=== design 1 ===
Figure 1. Sequential cells grouped by signal name (design 1).
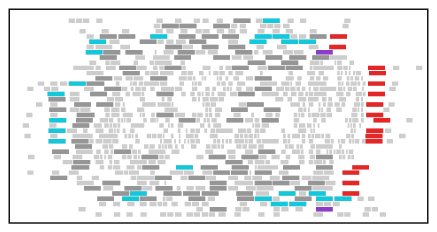

**src/rtl/dds_pkg.sv**
```systemverilog
// rtl/dds_pkg.sv - shared mode constants and config FSM encoding for the DDS generators
package dds_pkg;

  localparam logic [1:0] MODE_TRI  = 2'd0;
  localparam logic [1:0] MODE_SAW  = 2'd1;
  localparam logic [1:0] MODE_SQR  = 2'd2;
  localparam logic [1:0] MODE_MUTE = 2'd3;

  typedef enum logic {
    ST_RUN  = 1'b0,
    ST_PEND = 1'b1
  } cfg_state_e;

endpackage

```
**src/rtl/dds_wave_map.sv**
```systemverilog
// rtl/dds_wave_map.sv - combinational phase-to-sample mapper (triangle/sawtooth/square/mute)
//   phase  : accumulated phase, ACC_W bits
//   mode   : waveform select (dds_pkg MODE_*)
//   sample : signed two's-complement sample, OUT_W bits
module dds_wave_map
  import dds_pkg::*;
#(
  parameter int ACC_W = 24,
  parameter int OUT_W = 16
) (
  input  logic [ACC_W-1:0] phase,
  input  logic [1:0]       mode,
  output logic [OUT_W-1:0] sample
);

  localparam logic [OUT_W-1:0] POS_FS = {1'b0, {(OUT_W-1){1'b1}}};
  localparam logic [OUT_W-1:0] NEG_FS = {1'b1, {(OUT_W-1){1'b0}}};

  logic             half_sel;
  logic [OUT_W-1:0] ramp;
  logic [OUT_W-1:0] saw_raw;

  // ramp spans one half period, so the triangle rises over the lower half of
  // the phase circle and falls over the upper half.
  assign half_sel = phase[ACC_W-1];
  assign ramp     = phase[ACC_W-2 -: OUT_W];
  assign saw_raw  = phase[ACC_W-1 -: OUT_W];

  always_comb begin
    sample = '0;
    case (mode)
      MODE_TRI: sample = half_sel ? (POS_FS - ramp) : (ramp - NEG_FS);
      // offset-binary to two's complement: flip the top bit
      MODE_SAW: sample = {~saw_raw[OUT_W-1], saw_raw[OUT_W-2:0]};
      MODE_SQR: sample = half_sel ? NEG_FS : POS_FS;
      default:  sample = '0;
    endcase
  end

endmodule

```
**src/rtl/dds_multiwave_gen.sv**
```systemverilog
// rtl/dds_multiwave_gen.sv - multi-waveform DDS with wrap-synchronised reconfiguration
//   clk, resetn            : clock, asynchronous active-low reset
//   enable                 : accumulator advances when high, holds when low
//   cfg_valid / cfg_ready  : config handshake
//   cfg_fcw, cfg_phase     : new frequency word and phase offset
//   cfg_mode               : new waveform mode
//   wave_out               : registered signed sample
//   wrap_pulse             : one-cycle pulse on accumulator carry-out
module dds_multiwave_gen
  import dds_pkg::*;
#(
  parameter int          ACC_W    = 24,
  parameter int          OUT_W    = 16,
  parameter int unsigned FCW_RST  = 16600,
  parameter int unsigned MODE_RST = 0
) (
  input  logic             clk,
  input  logic             resetn,
  input  logic             enable,
  input  logic             cfg_valid,
  output logic             cfg_ready,
  input  logic [ACC_W-1:0] cfg_fcw,
  input  logic [ACC_W-1:0] cfg_phase,
  input  logic [1:0]       cfg_mode,
  output logic [OUT_W-1:0] wave_out,
  output logic             wrap_pulse
);

  localparam logic [ACC_W-1:0] FCW_RST_V  = ACC_W'(FCW_RST);
  localparam logic [1:0]       MODE_RST_V = 2'(MODE_RST);

  cfg_state_e       state_q, state_d;
  logic [ACC_W-1:0] acc_q, acc_d;
  logic [ACC_W-1:0] fcw_q, fcw_d;
  logic [ACC_W-1:0] phase_q, phase_d;
  logic [1:0]       mode_q, mode_d;
  logic [ACC_W-1:0] sh_fcw_q, sh_fcw_d;
  logic [ACC_W-1:0] sh_phase_q, sh_phase_d;
  logic [1:0]       sh_mode_q, sh_mode_d;
  logic             cfg_ready_q, cfg_ready_d;
  logic             wrap_q, wrap_d;
  logic [OUT_W-1:0] wave_q, wave_d;

  logic [ACC_W:0]   sum;
  logic             carry;
  logic [ACC_W-1:0] p;

  assign sum   = {1'b0, acc_q} + {1'b0, fcw_q};
  assign carry = sum[ACC_W];
  assign p     = acc_q + phase_q;

  dds_wave_map #(
    .ACC_W (ACC_W),
    .OUT_W (OUT_W)
  ) u_wave_map (
    .phase  (p),
    .mode   (mode_q),
    .sample (wave_d)
  );

  always_comb begin
    acc_d       = enable ? sum[ACC_W-1:0] : acc_q;
    wrap_d      = carry & enable;
    state_d     = state_q;
    fcw_d       = fcw_q;
    phase_d     = phase_q;
    mode_d      = mode_q;
    sh_fcw_d    = sh_fcw_q;
    sh_phase_d  = sh_phase_q;
    sh_mode_d   = sh_mode_q;
    cfg_ready_d = cfg_ready_q;

    case (state_q)
      ST_RUN: begin
        // A capture coinciding with a wrap is only captured; it waits for
        // the following wrap so the current period completes unchanged.
        if (cfg_valid && cfg_ready_q) begin
          sh_fcw_d    = cfg_fcw;
          sh_phase_d  = cfg_phase;
          sh_mode_d   = cfg_mode;
          cfg_ready_d = 1'b0;
          state_d     = ST_PEND;
        end
      end
      ST_PEND: begin
        // Apply on the wrap edge while running; when stopped there is no
        // waveform to glitch, so apply immediately.
        if (!enable || carry) begin
          fcw_d       = sh_fcw_q;
          phase_d     = sh_phase_q;
          mode_d      = sh_mode_q;
          cfg_ready_d = 1'b1;
          state_d     = ST_RUN;
        end
      end
      default: state_d = ST_RUN;
    endcase
  end

  always_ff @(posedge clk or negedge resetn) begin
    if (!resetn) begin
      state_q     <= ST_RUN;
      acc_q       <= '0;
      fcw_q       <= FCW_RST_V;
      phase_q     <= '0;
      mode_q      <= MODE_RST_V;
      sh_fcw_q    <= '0;
      sh_phase_q  <= '0;
      sh_mode_q   <= '0;
      cfg_ready_q <= 1'b1;
      wrap_q      <= 1'b0;
      wave_q      <= '0;
    end else begin
      state_q     <= state_d;
      acc_q       <= acc_d;
      fcw_q       <= fcw_d;
      phase_q     <= phase_d;
      mode_q      <= mode_d;
      sh_fcw_q    <= sh_fcw_d;
      sh_phase_q  <= sh_phase_d;
      sh_mode_q   <= sh_mode_d;
      cfg_ready_q <= cfg_ready_d;
      wrap_q      <= wrap_d;
      wave_q      <= wave_d;
    end
  end

  assign cfg_ready  = cfg_ready_q;
  assign wrap_pulse = wrap_q;
  assign wave_out   = wave_q;

endmodule

```
**config.mk**
```make
export PLATFORM = sky130hd
export DESIGN_NAME = dds_multiwave_gen
export DESIGN_NICKNAME = d
export VERILOG_FILES = /design/src/rtl/dds_pkg.sv /design/src/rtl/dds_wave_map.sv /design/src/rtl/dds_multiwave_gen.sv
export SDC_FILE = /design/constraint.sdc
export NUM_CORES = 1
export LEC_CHECK = 0
export CORE_ASPECT_RATIO = 0.5
export CORE_MARGIN = 2
export CORE_UTILIZATION = 35
export DETAILED_ROUTE_END_ITERATION = 7
export MAX_ROUTING_LAYER = met4
export PLACE_DENSITY = 0.57
export SLEW_MARGIN = 20
export SYNTH_ARGS = -nofsm -noshare
export SYNTH_HDL_FRONTEND = slang
export SYNTH_SLANG_ARGS = --single-unit
export TNS_END_PERCENT = 100
```
**constraint.sdc**
```tcl
create_clock -name clk -period 3.1 [get_ports clk]
set_input_delay 0.93 -clock clk [delete_from_list [all_inputs] [get_ports clk]]
set_output_delay 0.93 -clock clk [all_outputs]
set_load 0.01 [all_outputs]
```
=== design 2 ===
## src/rtl/misc_v_pkg.sv

```systemverilog
// Shared definitions for the memory-access pipeline stage: default widths,
// wait-counter width and the stage FSM encoding.
package misc_v_pkg;

    localparam int DEFAULT_DATA_W = 16;
    localparam int DEFAULT_RD_W   = 4;

    // Wide enough for the largest legal timeout (255).
    localparam int WAIT_CNT_W     = 8;

    typedef enum logic {
        IDLE   = 1'b0,
        ACCESS = 1'b1
    } mem_state_e;

endpackage

```

## src/rtl/mem_wait_timer.sv

```systemverilog
// Saturating wait counter for an outstanding memory access. The expired flag
// is combinational: it fires in the cycle whose increment would bring the
// count up to LIMIT, so the owner can leave on the next edge.
module mem_wait_timer #(
    parameter int W     = 8,
    parameter int LIMIT = 255
) (
    input  logic clk,
    input  logic reset,
    input  logic clear_i,
    input  logic enable_i,
    output logic expired_o
);

    logic [W-1:0] count_q, count_d;

    // Next count: clear wins, otherwise increment while enabled, never wrap.
    always_comb begin
        count_d = count_q;
        if (clear_i) begin
            count_d = '0;
        end else if (enable_i && (count_q != {W{1'b1}})) begin
            count_d = count_q + 1'b1;
        end
    end

    // Count register.
    always_ff @(posedge clk) begin
        if (reset) begin
            count_q <= '0;
        end else begin
            count_q <= count_d;
        end
    end

    assign expired_o = enable_i && !clear_i && (count_q == W'(LIMIT - 1));

endmodule

```

## src/rtl/mem_access_stage.sv

```systemverilog
// MEM pipeline stage. ALU results pass straight through with one cycle of
// latency; loads and stores are captured, held on the data-memory port until
// mem_ready (or the wait timer expires), and upstream is stalled meanwhile.
module mem_access_stage
    import misc_v_pkg::*;
#(
    parameter int DATA_W  = DEFAULT_DATA_W,
    parameter int RD_W    = DEFAULT_RD_W,
    parameter int TIMEOUT = 255
) (
    input  logic              clk,
    input  logic              reset,
    input  logic              i_valid,
    input  logic              i_mem_read,
    input  logic              i_mem_write,
    input  logic              i_reg_write,
    input  logic [DATA_W-1:0] i_alu_result,
    input  logic [DATA_W-1:0] i_store_data,
    input  logic [RD_W-1:0]   i_rd,
    output logic              o_stall,
    output logic              mem_req,
    output logic              mem_we,
    output logic [DATA_W-1:0] mem_addr,
    output logic [DATA_W-1:0] mem_wdata,
    input  logic              mem_ready,
    input  logic [DATA_W-1:0] mem_rdata,
    output logic              o_valid,
    output logic              o_reg_write,
    output logic              o_mem_to_reg,
    output logic [DATA_W-1:0] o_alu_result,
    output logic [DATA_W-1:0] o_load_data,
    output logic [RD_W-1:0]   o_rd,
    output logic              o_mem_err
);

    mem_state_e        state_q, state_d;
    logic              mem_req_q, mem_req_d;
    logic              mem_we_q, mem_we_d;
    logic [DATA_W-1:0] mem_addr_q, mem_addr_d;
    logic [DATA_W-1:0] mem_wdata_q, mem_wdata_d;
    logic [RD_W-1:0]   cap_rd_q, cap_rd_d;
    logic              cap_rw_q, cap_rw_d;
    logic              o_valid_q, o_valid_d;
    logic              o_reg_write_q, o_reg_write_d;
    logic              o_mem_to_reg_q, o_mem_to_reg_d;
    logic              o_mem_err_q, o_mem_err_d;
    logic [DATA_W-1:0] o_alu_result_q, o_alu_result_d;
    logic [DATA_W-1:0] o_load_data_q, o_load_data_d;
    logic [RD_W-1:0]   o_rd_q, o_rd_d;

    logic tmr_clear, tmr_en, tmr_expired;

    mem_wait_timer #(
        .W     (WAIT_CNT_W),
        .LIMIT (TIMEOUT)
    ) u_timer (
        .clk       (clk),
        .reset     (reset),
        .clear_i   (tmr_clear),
        .enable_i  (tmr_en),
        .expired_o (tmr_expired)
    );

    // Next-state and registered-output logic; the address register doubles
    // as the captured ALU result for the writeback of a memory op.
    always_comb begin
        state_d        = state_q;
        mem_req_d      = mem_req_q;
        mem_we_d       = mem_we_q;
        mem_addr_d     = mem_addr_q;
        mem_wdata_d    = mem_wdata_q;
        cap_rd_d       = cap_rd_q;
        cap_rw_d       = cap_rw_q;
        o_valid_d      = 1'b0;
        o_reg_write_d  = 1'b0;
        o_mem_to_reg_d = o_mem_to_reg_q;
        o_mem_err_d    = 1'b0;
        o_alu_result_d = o_alu_result_q;
        o_load_data_d  = o_load_data_q;
        o_rd_d         = o_rd_q;
        tmr_clear      = 1'b0;
        tmr_en         = 1'b0;
        case (state_q)
            IDLE: begin
                if (i_valid) begin
                    if (i_mem_read || i_mem_write) begin
                        // Write wins when both flags are set.
                        state_d     = ACCESS;
                        mem_req_d   = 1'b1;
                        mem_we_d    = i_mem_write;
                        mem_addr_d  = i_alu_result;
                        mem_wdata_d = i_store_data;
                        cap_rd_d    = i_rd;
                        cap_rw_d    = i_reg_write;
                        tmr_clear   = 1'b1;
                    end else begin
                        o_valid_d      = 1'b1;
                        o_reg_write_d  = i_reg_write;
                        o_mem_to_reg_d = 1'b0;
                        o_alu_result_d = i_alu_result;
                        o_rd_d         = i_rd;
                    end
                end
            end
            ACCESS: begin
                if (mem_ready) begin
                    state_d        = IDLE;
                    mem_req_d      = 1'b0;
                    mem_we_d       = 1'b0;
                    o_valid_d      = 1'b1;
                    o_rd_d         = cap_rd_q;
                    o_alu_result_d = mem_addr_q;
                    o_reg_write_d  = cap_rw_q;
                    if (mem_we_q) begin
                        o_mem_to_reg_d = 1'b0;
                    end else begin
                        o_mem_to_reg_d = 1'b1;
                        o_load_data_d  = mem_rdata;
                    end
                end else begin
                    tmr_en = 1'b1;
                    if (tmr_expired) begin
                        // Give up: retire the instruction flagged, no writeback.
                        state_d        = IDLE;
                        mem_req_d      = 1'b0;
                        mem_we_d       = 1'b0;
                        o_valid_d      = 1'b1;
                        o_mem_err_d    = 1'b1;
                        o_reg_write_d  = 1'b0;
                        o_mem_to_reg_d = 1'b0;
                        o_load_data_d  = '0;
                        o_rd_d         = cap_rd_q;
                        o_alu_result_d = mem_addr_q;
                    end
                end
            end
            default: state_d = IDLE;
        endcase
    end

    // State and output registers; reset abandons any access in flight.
    always_ff @(posedge clk) begin
        if (reset) begin
            state_q        <= IDLE;
            mem_req_q      <= 1'b0;
            mem_we_q       <= 1'b0;
            mem_addr_q     <= '0;
            mem_wdata_q    <= '0;
            cap_rd_q       <= '0;
            cap_rw_q       <= 1'b0;
            o_valid_q      <= 1'b0;
            o_reg_write_q  <= 1'b0;
            o_mem_to_reg_q <= 1'b0;
            o_mem_err_q    <= 1'b0;
            o_alu_result_q <= '0;
            o_load_data_q  <= '0;
            o_rd_q         <= '0;
        end else begin
            state_q        <= state_d;
            mem_req_q      <= mem_req_d;
            mem_we_q       <= mem_we_d;
            mem_addr_q     <= mem_addr_d;
            mem_wdata_q    <= mem_wdata_d;
            cap_rd_q       <= cap_rd_d;
            cap_rw_q       <= cap_rw_d;
            o_valid_q      <= o_valid_d;
            o_reg_write_q  <= o_reg_write_d;
            o_mem_to_reg_q <= o_mem_to_reg_d;
            o_mem_err_q    <= o_mem_err_d;
            o_alu_result_q <= o_alu_result_d;
            o_load_data_q  <= o_load_data_d;
            o_rd_q         <= o_rd_d;
        end
    end

    assign o_stall      = (state_q == ACCESS);
    assign mem_req      = mem_req_q;
    assign mem_we       = mem_we_q;
    assign mem_addr     = mem_addr_q;
    assign mem_wdata    = mem_wdata_q;
    assign o_valid      = o_valid_q;
    assign o_reg_write  = o_reg_write_q;
    assign o_mem_to_reg = o_mem_to_reg_q;
    assign o_mem_err    = o_mem_err_q;
    assign o_alu_result = o_alu_result_q;
    assign o_load_data  = o_load_data_q;
    assign o_rd         = o_rd_q;

endmodule

```

## config.mk

```make
export PLATFORM = sky130hd
export DESIGN_NAME = mem_access_stage
export DESIGN_NICKNAME = d
export VERILOG_FILES = /design/src/rtl/misc_v_pkg.sv /design/src/rtl/mem_wait_timer.sv /design/src/rtl/mem_access_stage.sv
export SDC_FILE = /design/constraint.sdc
export NUM_CORES = 1
export LEC_CHECK = 0
export CAP_MARGIN = 25
export CORE_MARGIN = 3
export CORE_UTILIZATION = 43
export CTS_CLUSTER_SIZE = 30
export DETAILED_ROUTE_END_ITERATION = 10
export GPL_ROUTABILITY_DRIVEN = 0
export PLACE_DENSITY = 0.75
export SYNTH_ARGS = -nofsm -noshare
export SYNTH_HDL_FRONTEND = slang
export SYNTH_SLANG_ARGS = --single-unit
```

## constraint.sdc

```tcl
create_clock -name clk -period 2.8 [get_ports clk]
set_input_delay 0.28 -clock clk [delete_from_list [all_inputs] [get_ports clk]]
set_output_delay 0.28 -clock clk [all_outputs]
set_load 0.1 [all_outputs]
```

=== design 3 ===
[src/rtl/mux16_rr_arbiter.sv]
// mux16_rr_arbiter
//   Round-robin arbiter that shares one 16:1 bit mux among 16 requesters.
//   The winning requester's index drives the mux select; a grant is held for
//   at most MAX_HOLD cycles before priority rotates past the current owner.
//
// Parameters
//   MAX_HOLD   max consecutive cycles one grant is held (1..16)
//
// Ports
//   clk        in   1   system clock, rising edge
//   rst_n      in   1   asynchronous active-low reset
//   req        in   16  request vector, bit i = requester i wants the mux
//   done       in   1   current owner releases early (only looked at while granted)
//   in         in   16  data bits to the mux, bit i belongs to requester i
//   gnt        out  16  one-hot grant (registered)
//   gnt_valid  out  1   a grant is active (registered)
//   sel        out  4   index of granted requester / mux select (registered)
//   q          out  1   in[sel] while gnt_valid, else 0

module mux16_rr_arbiter #(
  parameter int MAX_HOLD = 4
) (
  input  logic        clk,
  input  logic        rst_n,
  input  logic [15:0] req,
  input  logic        done,
  input  logic [15:0] in,
  output logic [15:0] gnt,
  output logic        gnt_valid,
  output logic [3:0]  sel,
  output logic        q
);

  typedef enum logic [0:0] {
    IDLE  = 1'b0,
    GRANT = 1'b1
  } state_t;

  localparam logic [3:0] HOLD_LAST = 4'(MAX_HOLD - 1);

  // First set request bit at or after 'start', wrapping mod 16.
  // Returns {found, index}. Scans from the far end so the nearest hit
  // overwrites any farther one.
  function automatic logic [4:0] find_winner(input logic [15:0] r, input logic [3:0] start);
    logic [4:0] res;
    logic [3:0] idx;
    res = 5'b0_0000;
    for (int k = 15; k >= 0; k--) begin
      idx = start + 4'(k);
      res = r[idx] ? {1'b1, idx} : res;
    end
    return res;
  endfunction

  // The 16:1 bit mux that this arbiter fronts.
  function automatic logic mux16(input logic [15:0] d, input logic [3:0] s);
    return d[s];
  endfunction

  state_t      state_r, state_nxt_s;
  logic [15:0] gnt_r, gnt_nxt_s;
  logic        gnt_valid_r, gnt_valid_nxt_s;
  logic [3:0]  sel_r, sel_nxt_s;
  logic [3:0]  hold_cnt_r, hold_cnt_nxt_s;
  logic [3:0]  last_ptr_r, last_ptr_nxt_s;

  logic        release_s;
  logic [3:0]  search_start_s;
  logic [4:0]  winner_s;

  // Release detection and arbitration search. While granted the search
  // starts just past the owner, making it lowest priority but still
  // eligible if it keeps requesting.
  always_comb begin
    if (state_r == GRANT) begin
      search_start_s = sel_r + 4'd1;
      release_s      = (req[sel_r] == 1'b0) || done || (hold_cnt_r == HOLD_LAST);
    end else begin
      search_start_s = last_ptr_r + 4'd1;
      release_s      = 1'b0;
    end
    winner_s = find_winner(req, search_start_s);
  end

  // FSM state register.
  always_ff @(posedge clk or negedge rst_n) begin
    if (!rst_n) begin
      state_r <= IDLE;
    end else begin
      state_r <= state_nxt_s;
    end
  end

  // FSM next-state logic.
  always_comb begin
    state_nxt_s = state_r;
    case (state_r)
      IDLE: begin
        if (winner_s[4]) begin
          state_nxt_s = GRANT;
        end else begin
          state_nxt_s = IDLE;
        end
      end
      GRANT: begin
        if (release_s && !winner_s[4]) begin
          state_nxt_s = IDLE;
        end else begin
          state_nxt_s = GRANT;
        end
      end
      default: state_nxt_s = IDLE;
    endcase
  end

  // Next values for the registered outputs and arbitration bookkeeping.
  // sel is left untouched when dropping back to idle.
  always_comb begin
    gnt_nxt_s       = gnt_r;
    gnt_valid_nxt_s = gnt_valid_r;
    sel_nxt_s       = sel_r;
    hold_cnt_nxt_s  = hold_cnt_r;
    last_ptr_nxt_s  = last_ptr_r;
    case (state_r)
      IDLE: begin
        if (winner_s[4]) begin
          gnt_nxt_s       = 16'h0001 << winner_s[3:0];
          gnt_valid_nxt_s = 1'b1;
          sel_nxt_s       = winner_s[3:0];
          hold_cnt_nxt_s  = 4'd0;
        end else begin
          gnt_nxt_s       = 16'h0000;
          gnt_valid_nxt_s = 1'b0;
        end
      end
      GRANT: begin
        if (release_s) begin
          last_ptr_nxt_s = sel_r;
          if (winner_s[4]) begin
            gnt_nxt_s       = 16'h0001 << winner_s[3:0];
            gnt_valid_nxt_s = 1'b1;
            sel_nxt_s       = winner_s[3:0];
            hold_cnt_nxt_s  = 4'd0;
          end else begin
            gnt_nxt_s       = 16'h0000;
            gnt_valid_nxt_s = 1'b0;
            hold_cnt_nxt_s  = 4'd0;
          end
        end else begin
          hold_cnt_nxt_s = hold_cnt_r + 4'd1;
        end
      end
      default: begin
        gnt_nxt_s       = 16'h0000;
        gnt_valid_nxt_s = 1'b0;
        hold_cnt_nxt_s  = 4'd0;
      end
    endcase
  end

  // Output and bookkeeping registers. last_ptr resets to 15 so the first
  // search after reset begins at requester 0.
  always_ff @(posedge clk or negedge rst_n) begin
    if (!rst_n) begin
      gnt_r       <= 16'h0000;
      gnt_valid_r <= 1'b0;
      sel_r       <= 4'd0;
      hold_cnt_r  <= 4'd0;
      last_ptr_r  <= 4'd15;
    end else begin
      gnt_r       <= gnt_nxt_s;
      gnt_valid_r <= gnt_valid_nxt_s;
      sel_r       <= sel_nxt_s;
      hold_cnt_r  <= hold_cnt_nxt_s;
      last_ptr_r  <= last_ptr_nxt_s;
    end
  end

  assign gnt       = gnt_r;
  assign gnt_valid = gnt_valid_r;
  assign sel       = sel_r;
  assign q         = gnt_valid_r & mux16(in, sel_r);

endmodule

[config.mk]
export PLATFORM = sky130hd
export DESIGN_NAME = mux16_rr_arbiter
export DESIGN_NICKNAME = d
export VERILOG_FILES = /design/src/rtl/mux16_rr_arbiter.sv
export SDC_FILE = /design/constraint.sdc
export NUM_CORES = 1
export LEC_CHECK = 0
export ABC_CLOCK_PERIOD_IN_PS = 4800
export CORE_MARGIN = 2
export CORE_UTILIZATION = 51
export CTS_CLUSTER_DIAMETER = 120
export DETAILED_ROUTE_END_ITERATION = 7
export GPL_ROUTABILITY_DRIVEN = 0
export PLACE_DENSITY = 0.78
export SLEW_MARGIN = 20
export SYNTH_ARGS = -nofsm -noshare
export SYNTH_HDL_FRONTEND = slang
export SYNTH_SLANG_ARGS = --single-unit
[constraint.sdc]
create_clock -name clk -period 4.8 [get_ports clk]
set_clock_uncertainty 0.2 [all_clocks]
set_input_delay 1.44 -clock clk [delete_from_list [all_inputs] [get_ports clk]]
set_output_delay 1.44 -clock clk [all_outputs]
set_load 0.02 [all_outputs]
=== design 4 ===
**src/rtl/multi_alarm_clk.sv**
```systemverilog
// multi_alarm_clk: time-of-day clock with several programmable alarms, snooze and ring timeout
module multi_alarm_clk #(
    parameter int NUM_ALARMS  = 4,
    parameter int HOUR_24     = 0,
    parameter int SNOOZE_MINS = 9,
    parameter int RING_SECS   = 60,
    localparam int AW = (NUM_ALARMS > 1) ? $clog2(NUM_ALARMS) : 1
) (
    input  logic          Clock_1Sec,
    input  logic          Reset,
    input  logic          LoadTime,
    input  logic [5:0]    SetSecs,
    input  logic [5:0]    SetMins,
    input  logic [4:0]    SetHours,
    input  logic          Set_AM_PM,
    input  logic          LoadAlm,
    input  logic [AW-1:0] AlmSel,
    input  logic [5:0]    AlarmMinsIn,
    input  logic [4:0]    AlarmHoursIn,
    input  logic          Alarm_AM_PM_In,
    input  logic          AlarmEnIn,
    input  logic          Snooze,
    input  logic          AlarmStop,
    output logic [5:0]    Secs_C,
    output logic [5:0]    Mins_C,
    output logic [4:0]    Hours_C,
    output logic          AM_PM,
    output logic          Alarm,
    output logic [AW-1:0] AlarmSrc,
    output logic          Snoozing
);
    localparam int SNZ_LEN = SNOOZE_MINS * 60;
    localparam int SW = $clog2(SNZ_LEN + 1);
    localparam int RW = $clog2(RING_SECS + 1);
    localparam logic [1:0] IDLE = 2'd0, RINGING = 2'd1, SNOOZE = 2'd2;

    logic [1:0]    state;
    logic [RW-1:0] ring_cnt;
    logic [SW-1:0] snz_cnt;
    logic [5:0]    alm_mins  [NUM_ALARMS];
    logic [4:0]    alm_hours [NUM_ALARMS];
    logic          alm_ampm  [NUM_ALARMS];
    logic          alm_en    [NUM_ALARMS];
    logic [5:0]    nxt_secs, nxt_mins;
    logic [4:0]    nxt_hours;
    logic          nxt_ampm, carry, load_t, alm_ok, hit;
    logic [AW-1:0] hit_idx;

    function automatic logic hour_ok(input logic [4:0] h);
        return (HOUR_24 != 0) ? (h <= 5'd23) : (h >= 5'd1 && h <= 5'd12);
    endfunction

    assign load_t   = LoadTime && SetSecs <= 6'd59 && SetMins <= 6'd59 && hour_ok(SetHours);
    assign alm_ok   = LoadAlm && AlarmMinsIn <= 6'd59 && hour_ok(AlarmHoursIn) && int'(AlmSel) < NUM_ALARMS;
    assign Alarm    = state == RINGING;
    assign Snoozing = state == SNOOZE;

    // time one second later, used both for ticking and for alarm matching
    always_comb begin
        carry     = Secs_C == 6'd59 && Mins_C == 6'd59;
        nxt_secs  = (Secs_C == 6'd59) ? 6'd0 : Secs_C + 6'd1;
        nxt_mins  = (Secs_C != 6'd59) ? Mins_C : (Mins_C == 6'd59) ? 6'd0 : Mins_C + 6'd1;
        nxt_hours = !carry ? Hours_C
                  : (HOUR_24 != 0) ? ((Hours_C == 5'd23) ? 5'd0 : Hours_C + 5'd1)
                  : ((Hours_C == 5'd12) ? 5'd1 : Hours_C + 5'd1);
        nxt_ampm  = (HOUR_24 == 0) && (AM_PM ^ (carry && Hours_C == 5'd11));
    end

    // lowest-index enabled slot equal to the incremented time at second zero
    always_comb begin
        hit     = 1'b0;
        hit_idx = '0;
        for (int i = NUM_ALARMS - 1; i >= 0; i--)
            if (alm_en[i] && alm_mins[i] == nxt_mins && alm_hours[i] == nxt_hours &&
                (HOUR_24 != 0 || alm_ampm[i] == nxt_ampm)) begin
                hit     = 1'b1;
                hit_idx = AW'(i);
            end
        hit = hit && !load_t && nxt_secs == 6'd0;
    end

    // timekeeping: a valid load replaces the tick, otherwise advance one second
    always_ff @(posedge Clock_1Sec) begin
        if (Reset) begin
            Secs_C  <= 6'd0;
            Mins_C  <= 6'd0;
            Hours_C <= (HOUR_24 != 0) ? 5'd0 : 5'd12;
            AM_PM   <= 1'b0;
        end else if (load_t) begin
            Secs_C  <= SetSecs;
            Mins_C  <= SetMins;
            Hours_C <= SetHours;
            AM_PM   <= (HOUR_24 == 0) && Set_AM_PM;
        end else begin
            Secs_C  <= nxt_secs;
            Mins_C  <= nxt_mins;
            Hours_C <= nxt_hours;
            AM_PM   <= nxt_ampm;
        end
    end

    // alarm slot storage; only fully valid writes land
    always_ff @(posedge Clock_1Sec) begin
        if (Reset) begin
            for (int i = 0; i < NUM_ALARMS; i++) begin
                alm_mins[i]  <= 6'd0;
                alm_hours[i] <= 5'd0;
                alm_ampm[i]  <= 1'b0;
                alm_en[i]    <= 1'b0;
            end
        end else if (alm_ok) begin
            alm_mins[AlmSel]  <= AlarmMinsIn;
            alm_hours[AlmSel] <= AlarmHoursIn;
            alm_ampm[AlmSel]  <= (HOUR_24 == 0) && Alarm_AM_PM_In;
            alm_en[AlmSel]    <= AlarmEnIn;
        end
    end

    // ring / snooze controller; stop beats snooze, new matches only start from idle
    always_ff @(posedge Clock_1Sec) begin
        if (Reset) begin
            state    <= IDLE;
            AlarmSrc <= '0;
            ring_cnt <= '0;
            snz_cnt  <= '0;
        end else if (state == IDLE) begin
            if (hit) begin
                state    <= RINGING;
                AlarmSrc <= hit_idx;
                ring_cnt <= '0;
            end
        end else if (state == RINGING) begin
            if (AlarmStop) state <= IDLE;
            else if (Snooze) begin
                state   <= SNOOZE;
                snz_cnt <= SW'(SNZ_LEN);
            end else if (ring_cnt == RW'(RING_SECS - 1)) state <= IDLE;
            else ring_cnt <= ring_cnt + 1'b1;
        end else begin
            if (AlarmStop) state <= IDLE;
            else if (snz_cnt == SW'(1)) begin
                state    <= RINGING;
                ring_cnt <= '0;
            end else snz_cnt <= snz_cnt - 1'b1;
        end
    end
endmodule
```
**config.mk**
```make
export PLATFORM = sky130hd
export DESIGN_NAME = multi_alarm_clk
export DESIGN_NICKNAME = d
export VERILOG_FILES = /design/src/rtl/multi_alarm_clk.sv
export SDC_FILE = /design/constraint.sdc
export NUM_CORES = 1
export LEC_CHECK = 0
export CELL_PAD_IN_SITES_DETAIL_PLACEMENT = 1
export CELL_PAD_IN_SITES_GLOBAL_PLACEMENT = 2
export CORE_MARGIN = 4
export CORE_UTILIZATION = 37
export CTS_BUF_LIST = sky130_fd_sc_hd__clkbuf_8
export CTS_CLUSTER_DIAMETER = 30
export DETAILED_ROUTE_END_ITERATION = 10
export HOLD_SLACK_MARGIN = 0.03
export PLACE_DENSITY = 0.93
export SYNTH_ARGS = -nofsm -noshare
export SYNTH_HDL_FRONTEND = slang
export SYNTH_SLANG_ARGS = --single-unit
```
**constraint.sdc**
```tcl
create_clock -name Clock_1Sec -period 3.6 [get_ports Clock_1Sec]
set_input_delay 0.72 -clock Clock_1Sec [delete_from_list [all_inputs] [get_ports Clock_1Sec]]
set_output_delay 0.72 -clock Clock_1Sec [all_outputs]
set_load 0.005 [all_outputs]
```

## Gallery

Sequential cells grouped by signal name.
Plate I
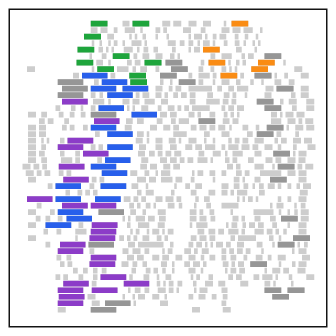
Plate II
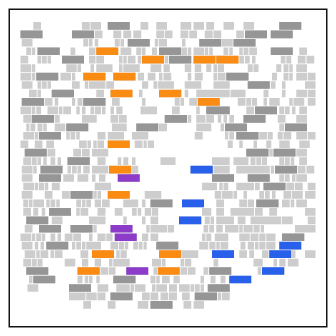
Plate III
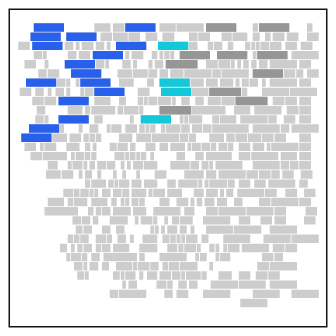
The one with the fewest cells is Plate III.
The one with the fewest sequential cells is Plate III.
design 2 -> Plate II
design 3 -> Plate III
design 4 -> Plate I

Figure 2. Ports around the boundary (design 4).
Pins as bars across the die edge, other pins in grey.
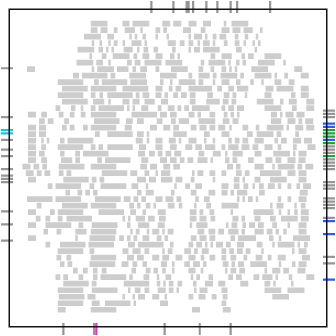
- `Secs_C`: blue (pins 6; direction output; edge east)
- `AlmSel`: cyan (pins 2; direction input; edge west)
- `AlarmEnIn`: magenta (pins 1; direction input; edge south)
- `SetHours`: green (pins 5; direction input; edge east)

==> ci_impl_report.md, design 4 <==
## Implementation flow summary

| Metric | Value |
|---|---|
| Clock slew at reported path FFs | `0.09 ns` |
| R2R Setup Slk | `~0.081 ns` |
| Gr busiest metal | `met2` |
| Slew headroom | `between 40 and 50%` |
| Non-Filler Instances | `between 900 and 1000` |
| Fillcell total | `around 1700` |
| Post-synth cell types | `a little over 70` |
| Setup TNS | `0 ns` |
| Leading area contributor after synthesis | `edfxtp_1` |
| Top cell area share | `roughly 27%` |
| Ys async rst share | `0%` |
| Logic area | `roughly 0.0033 mm2` |
| Status | `finished, final reports clean` |
| XOR/XNOR Area Share | `between 7 and 8%` |
| Clock-cell share | `around 2.6%` |
| Hold path start | `AlarmSrc[0]` |
| Setup bufs post-CTS | `0` |
| Most frequent cells after synthesis | `nor2_1 (58), and2_1 (56), edfxtp_1 (52), dfxtp_1 (38), nand2_1 (32)` |
| Period Utilization, post-route | `a little over nine tenths` |
| Drt total wl | `about 20000 um` |
| Dpl cells | `between 800 and 900` |
| Final nets | `approximately 760` |
| Initial antenna violation count | `0` |
| Sequential share of cell area | `32.8%` |
| Chip Height | `~130 um` |
| Mapped Area | `~0.0057 mm2` |
| HP Class | `register to register` |
| #MultiIn Comb | `about 490` |
| Final core utilization | `between 40% and 50%` |
| Clkbuf count | `9` |
| Max FFs per register | `24` |
| IO Pins | `61` |
| Grt met3 use | `roughly 5.1%` |
| Root Buffer | `clkbuf_8` |
| Ys cells | `between 600 and 700` |
| Largest class | `logic gates` |
| Crit path launch | `Secs_C[1]` |
| Well Taps | `188` |
| Inverters, non-clock | `13` |
| Layout cell share with drive strength beyond 1 | `approximately 12%` |
| Buffers on Ports | `roughly 60` |
| HPWL Detailed | `roughly 16000 um` |
| Layout Skew | `approximately 0.0055 ns` |
Figure 3. Ports around the boundary (design 2).
Pins as bars across the die edge, other pins in grey.
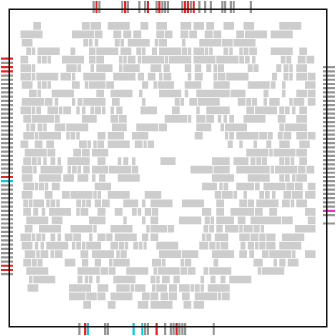
- `i_rd`: cyan (pins 4; direction input; edge 3 south, 1 west)
- `i_alu_result`: red (pins 16; direction input; edge 7 north, 6 west, 3 south)
- `i_mem_read`: magenta (pins 1; direction input; edge east)

==> ci_impl_report.md, design 2 <==
## Implementation flow summary

| Metric | Value |
|---|---|
| Yosys warning tally | `0` |
| Mux share | `less than 1%` |
| Layout cell share with drive strength beyond 1 | `about a quarter` |
| Dpl cells | `~670` |
| Worst-margin pin slew | `a little over 0.6 ns` |
| Maxcap violations | `0` |
| Post_cts resized | `0` |
| CTS sink cnt | `88` |
| GRT Util Overall | `between 10% and 20%` |
| GR Layer Usage met2 | `32.8%` |
| Post-synth cell types | `between 40 and 50` |
| CP Cell Sequence | `inv_1 > ha_1 > and3_2 > a21oi_4 > nand2_1 > a311oi_2` |
| Initial antenna violation count | `0` |
| Logic share of the area | `between 30% and 40%` |
| Gate count after technology mapping | `453` |
| Mapped Area | `roughly 0.0039 mm2` |
| Top sig layer | `met4` |
| Status | `finished, final reports clean` |
| Hold Path Cell Cnt | `2` |
| DRC | `0` |
| Arr. time, crit path | `~2.3 ns` |
| Max Root-Sink Buffers | `2` |
| Tmin final | `roughly 2.1 ns` |
| Required time worst endpoint | `roughly 3.1 ns` |
| Hold Fails Final Rpt | `0` |
| Crit-path max FO | `20` |
| Clock slew at reported path FFs | `0.08 ns` |
| Vias in the first global route | `3496` |
| Chip Area, Yosys | `slightly below 0.004 mm2` |
| Post-DRT Antenna Nets | `0` |
| Dominant comb cell | `AND-OR/OR-AND gates` |
| Logic area | `0.00191 mm2` |
| Slew headroom | `58.7%` |
| FF/Latch Area | `between 0.0015 and 0.002 mm2` |
| Final setup violation count | `0` |
| Routing usage on met1 | `a little under a quarter` |
| XOR/XNOR Area Share | `0.668%` |
| HP Class | `primary input to register` |
| Slowest CP cell | `a21oi_4` |
| Endpoint class of the critical path | `register` |
| Core Footprint | `around 0.009 mm2` |
| Rows | `34` |
| Fin area | `roughly 0.0052 mm2` |
| Metal2 WL | `just under 5000 um` |
| #MultiIn Comb | `approximately 320` |
| Met3 wire length | `just under 900 um` |
| Worst skew pair latency | `approximately 0.35 ns` |
| Final core utilization | `about three fifths` |
| Cts hold-fix bufs | `0` |
| CTS Buf Count | `9` |
| Crit path launch | `u_timer.count_q[0]` |
| Signal buf overhead | `around 23%` |
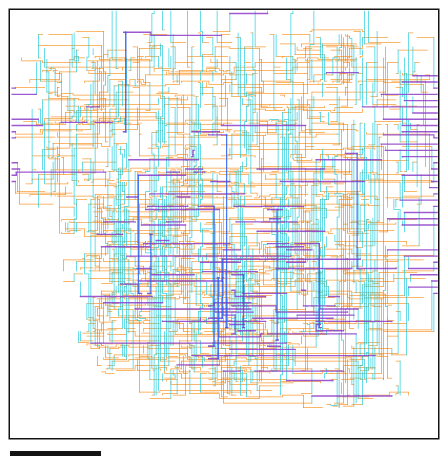
Figure 4: design 3, wiring by layer.
Scale bar: 20 um.
- met3: purple (wire length 1180 um)
- met1: orange (wire length 5110 um)
- met4: blue (wire length 252 um)
- met2: cyan (wire length 5720 um)
drt total wl: 12300 um
vias: 3909

Figure 5. The clock network (design 3).
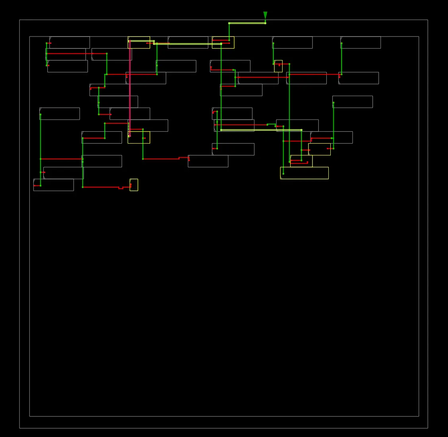
CTS Buf Count: 5
clkbuf count: 5
flop count: 30

==> ci_impl_report.md, design 3 <==
## Implementation flow summary

| Metric | Value |
|---|---|
| Status | `finished, final reports clean` |
| Most frequent cells after synthesis | `nand2_1 (46), nor2_1 (33), mux4_2 (28), mux2i_1 (27), dfrtp_1 (26)` |
| CTS tree | `yes` |
| Top sig layer | `met4` |
| Initial antenna violation count | `0` |
| Ys flops | `30` |
| R2R Setup Slk | `around 0.15 ns` |
| Worst setup SP type | `primary input` |
| H-tree depth | `2` |
| Synth top cell by count | `nand2_1` |
| Reg-to-Reg Start | `state_r` |
| Clock-cell share | `under 10%` |
| Post_cts resized | `4` |
| Yosys warning tally | `0` |
| Layout cell share with drive strength beyond 1 | `between 30% and 40%` |
| Vias in the first global route | `3846` |
| Worst skew pair latency | `a little under 0.3 ns` |
| Hold path start | `gnt[1]` |
| Slew headroom | `between 50% and 60%` |
| Hold Fails Final Rpt | `0` |
| Worst Path Buf+Inv | `2` |
| CP Cell Sequence | `clkdlybuf4s50_1 > mux4_2 > mux4_2 > and2_1 > buf_2` |
| Placed Area | `about 0.005 mm2` |
| Clock slew at reported path FFs | `0.06 ns` |
| Final nets | `between 500 and 600` |
| Logic share of the area | `slightly above 60%` |
| Dominant logic cell types in the final layout | `clkdlybuf4s50_1 (55), nand2_1 (46), buf_4 (37), nor2_1 (33), mux4_2 (28)` |
| Inverters, non-clock | `10` |
| Required time worst endpoint | `3.16 ns` |
| Seq/Total Area, Yosys | `18.5%` |
| Non-Filler Instances | `roughly 590` |
| Ys async rst share | `100%` |
| Setup TNS | `0 ns` |
| Critical Path Max Stage Delay | `around 0.47 ns` |
| Top cells by area, synth | `dfrtp_1 (16%), mux4_2 (15%), mux2i_1 (6.6%)` |
| Logic area | `around 0.0032 mm2` |
| Maxcap violations | `0` |
| Worst-margin pin slew | `0.676 ns` |
| Critical R2R Capture | `gnt[0]` |
| Gate count after technology mapping | `between 300 and 400` |
| Top cell area share | `around 16%` |
| Chip Height | `93.6 um` |
| Setup bufs post-CTS | `0` |
| Crit. path cell count | `5` |
| Fin area | `slightly above 0.005 mm2` |
| Gr busiest metal | `met2` |
| Yosys adder share | `about 1.2%` |
| Reg2reg path depth | `16` |
| Grt ovf | `0` |
| Synth Area in Compound Gates | `between 20% and 30%` |
| Hold Worst Slack | `approximately 0.28 ns` |
| Dominant comb cell | `multiplexers` |
| DRC | `0` |
| Post-synth cell types | `around 80` |
| Cts hold-fix bufs | `0` |
| DRT Pass-1 Iters | `6` |
| CTS sink cnt | `30` |
| Post-DRT Antenna Nets | `0` |
| Setup WS pre-CTS | `-0.326 ns` |
Figure 6. Wiring by layer (design 1).
Scale bar: 50 um.
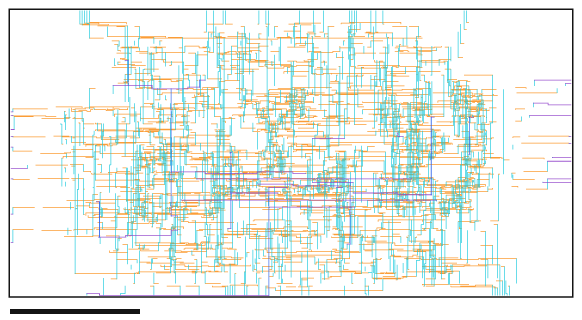
- met1: orange (wire length 8410 um)
- met4: blue (wire length 214 um)
- met2: cyan (wire length 7760 um)
- met3: purple (wire length 638 um)
GRT Util Overall: 16.0%
drt total wl: 17000 um
wire per inst: 15.5 um

Figure 7. The clock network (design 1).
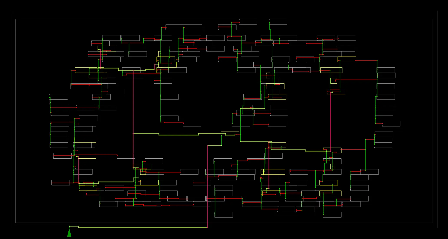
CTS sink cnt: 143
CTS Buf Count: 17
flop count: 143
Layout Skew: 0.00966 ns

Notes on Figure 1 above:
- `wave_out`: red (flops 16)
- `mode_q`: purple (flops 2)
- `sh_phase_q`: cyan (flops 24; where widely spread)

==> ci_impl_report.md, design 1 <==
## Implementation flow summary

| Metric | Value |
|---|---|
| Period Utilization, post-route | `101%` |
| Logic area | `~0.0042 mm2` |
| DRT Pass-1 Iters | `4` |
| CTS tree | `yes` |
| Ys flops | `143` |
| FF/Latch Area | `approximately 0.0036 mm2` |
| Root Buffer | `clkbuf_16` |
| Ys async rst share | `100%` |
| Most frequent cells after synthesis | `dfrtp_1 (137), mux2_2 (69), mux2_4 (50), ha_1 (46), a21oi_1 (40)` |
| Crit-path max FO | `8` |
| Hold Worst Slack | `0.482 ns` |
| Top cells by area, synth | `dfrtp_1 (43%), mux2_2 (9.8%), mux2_4 (9.5%)` |
| Vias in the first global route | `between 5000 and 6000` |
| Post_cts resized | `12` |
| Mapped Area | `about 0.0079 mm2` |
| #MultiIn Comb | `approximately 470` |
| Failing checks | `negative setup slack` |
| Floorplan utilization | `between 30% and 40%` |
| Largest delay share family, worst path | `AND-OR/OR-AND gates` |
| Clock slew at reported path FFs | `around 0.060 ns` |
| Chip Area, Yosys | `0.00791 mm2` |
| Hold Fails Final Rpt | `0` |
| Critical Path Max Stage Delay | `between 0.4 and 0.5 ns` |
| Grt ovf | `0` |
| Seq/Total Area, Yosys | `a little under half` |
| Signal buf overhead | `around an eighth` |
| Required time worst endpoint | `roughly 3.4 ns` |
| Final Slew Violations | `0` |
| FMAX | `between 0.3 and 0.4 GHz` |
| Worst Path Buf+Inv | `2` |
| Initial DRC count | `roughly 250` |
| Layout cell share with drive strength beyond 1 | `between 30% and 40%` |
| Final setup violation count | `28` |
| Status | `finished, violations left` |
| Ys cells | `roughly 660` |
| Logic share of the area | `between 40% and 50%` |
| Ant. Diodes | `0` |
| Mux share | `roughly 20%` |
| Dominant logic cell types in the final layout | `dfrtp_1 (137), clkdlybuf4s50_1 (70), mux2_2 (69), buf_4 (51), mux2_4 (50)` |
| Primary FF master, synth | `dfrtp_1` |
| Slew headroom | `a little under three fifths` |
| Worst skew pair latency | `roughly 0.43 ns` |
| Yosys simple share | `just over 8%` |
| Yosys warning tally | `0` |
| Crit path launch | `acc_q[13]` |
| Final WS setup | `-0.0453 ns` |
| Setup TNS | `-0.654 ns` |
| First-pass GRT wire length | `about 29000 um` |


## Gallery

Clock network drawn from the DEF.
panel A
Scale bar: 50 um.
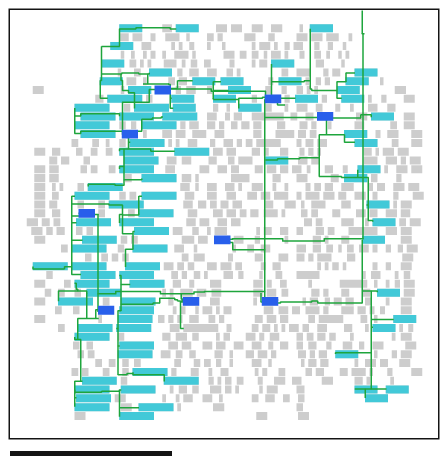
panel B
Scale bar: 20 um.
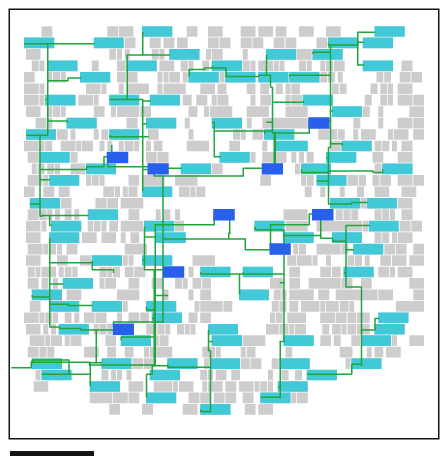
panel C
Scale bar: 20 um.
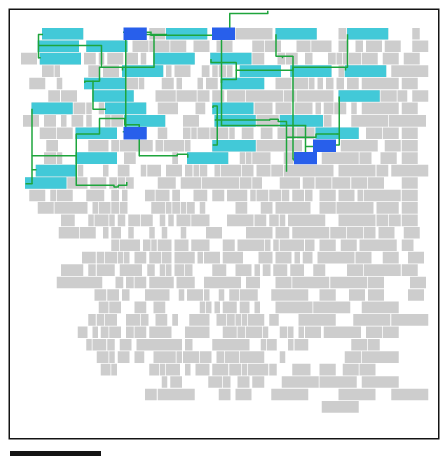
panel D
Scale bar: 50 um.
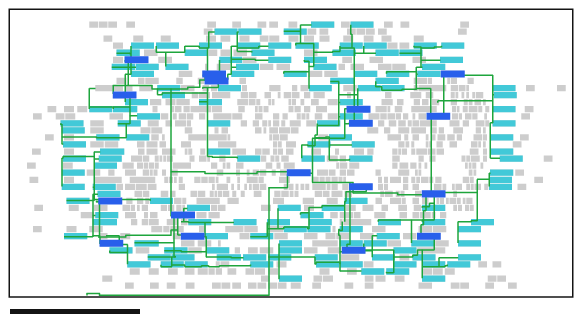
panel A: design 4
panel B: design 2
panel D: design 1
panel C: design 3
- fewest sequential cells: panel C
- smallest die: panel C

Key to panel C:
- cells driving clock nets: blue (count 5)
- flip-flops: cyan (count 30)
- clock wires: green (length 412 um)
- routed clock nets: 6

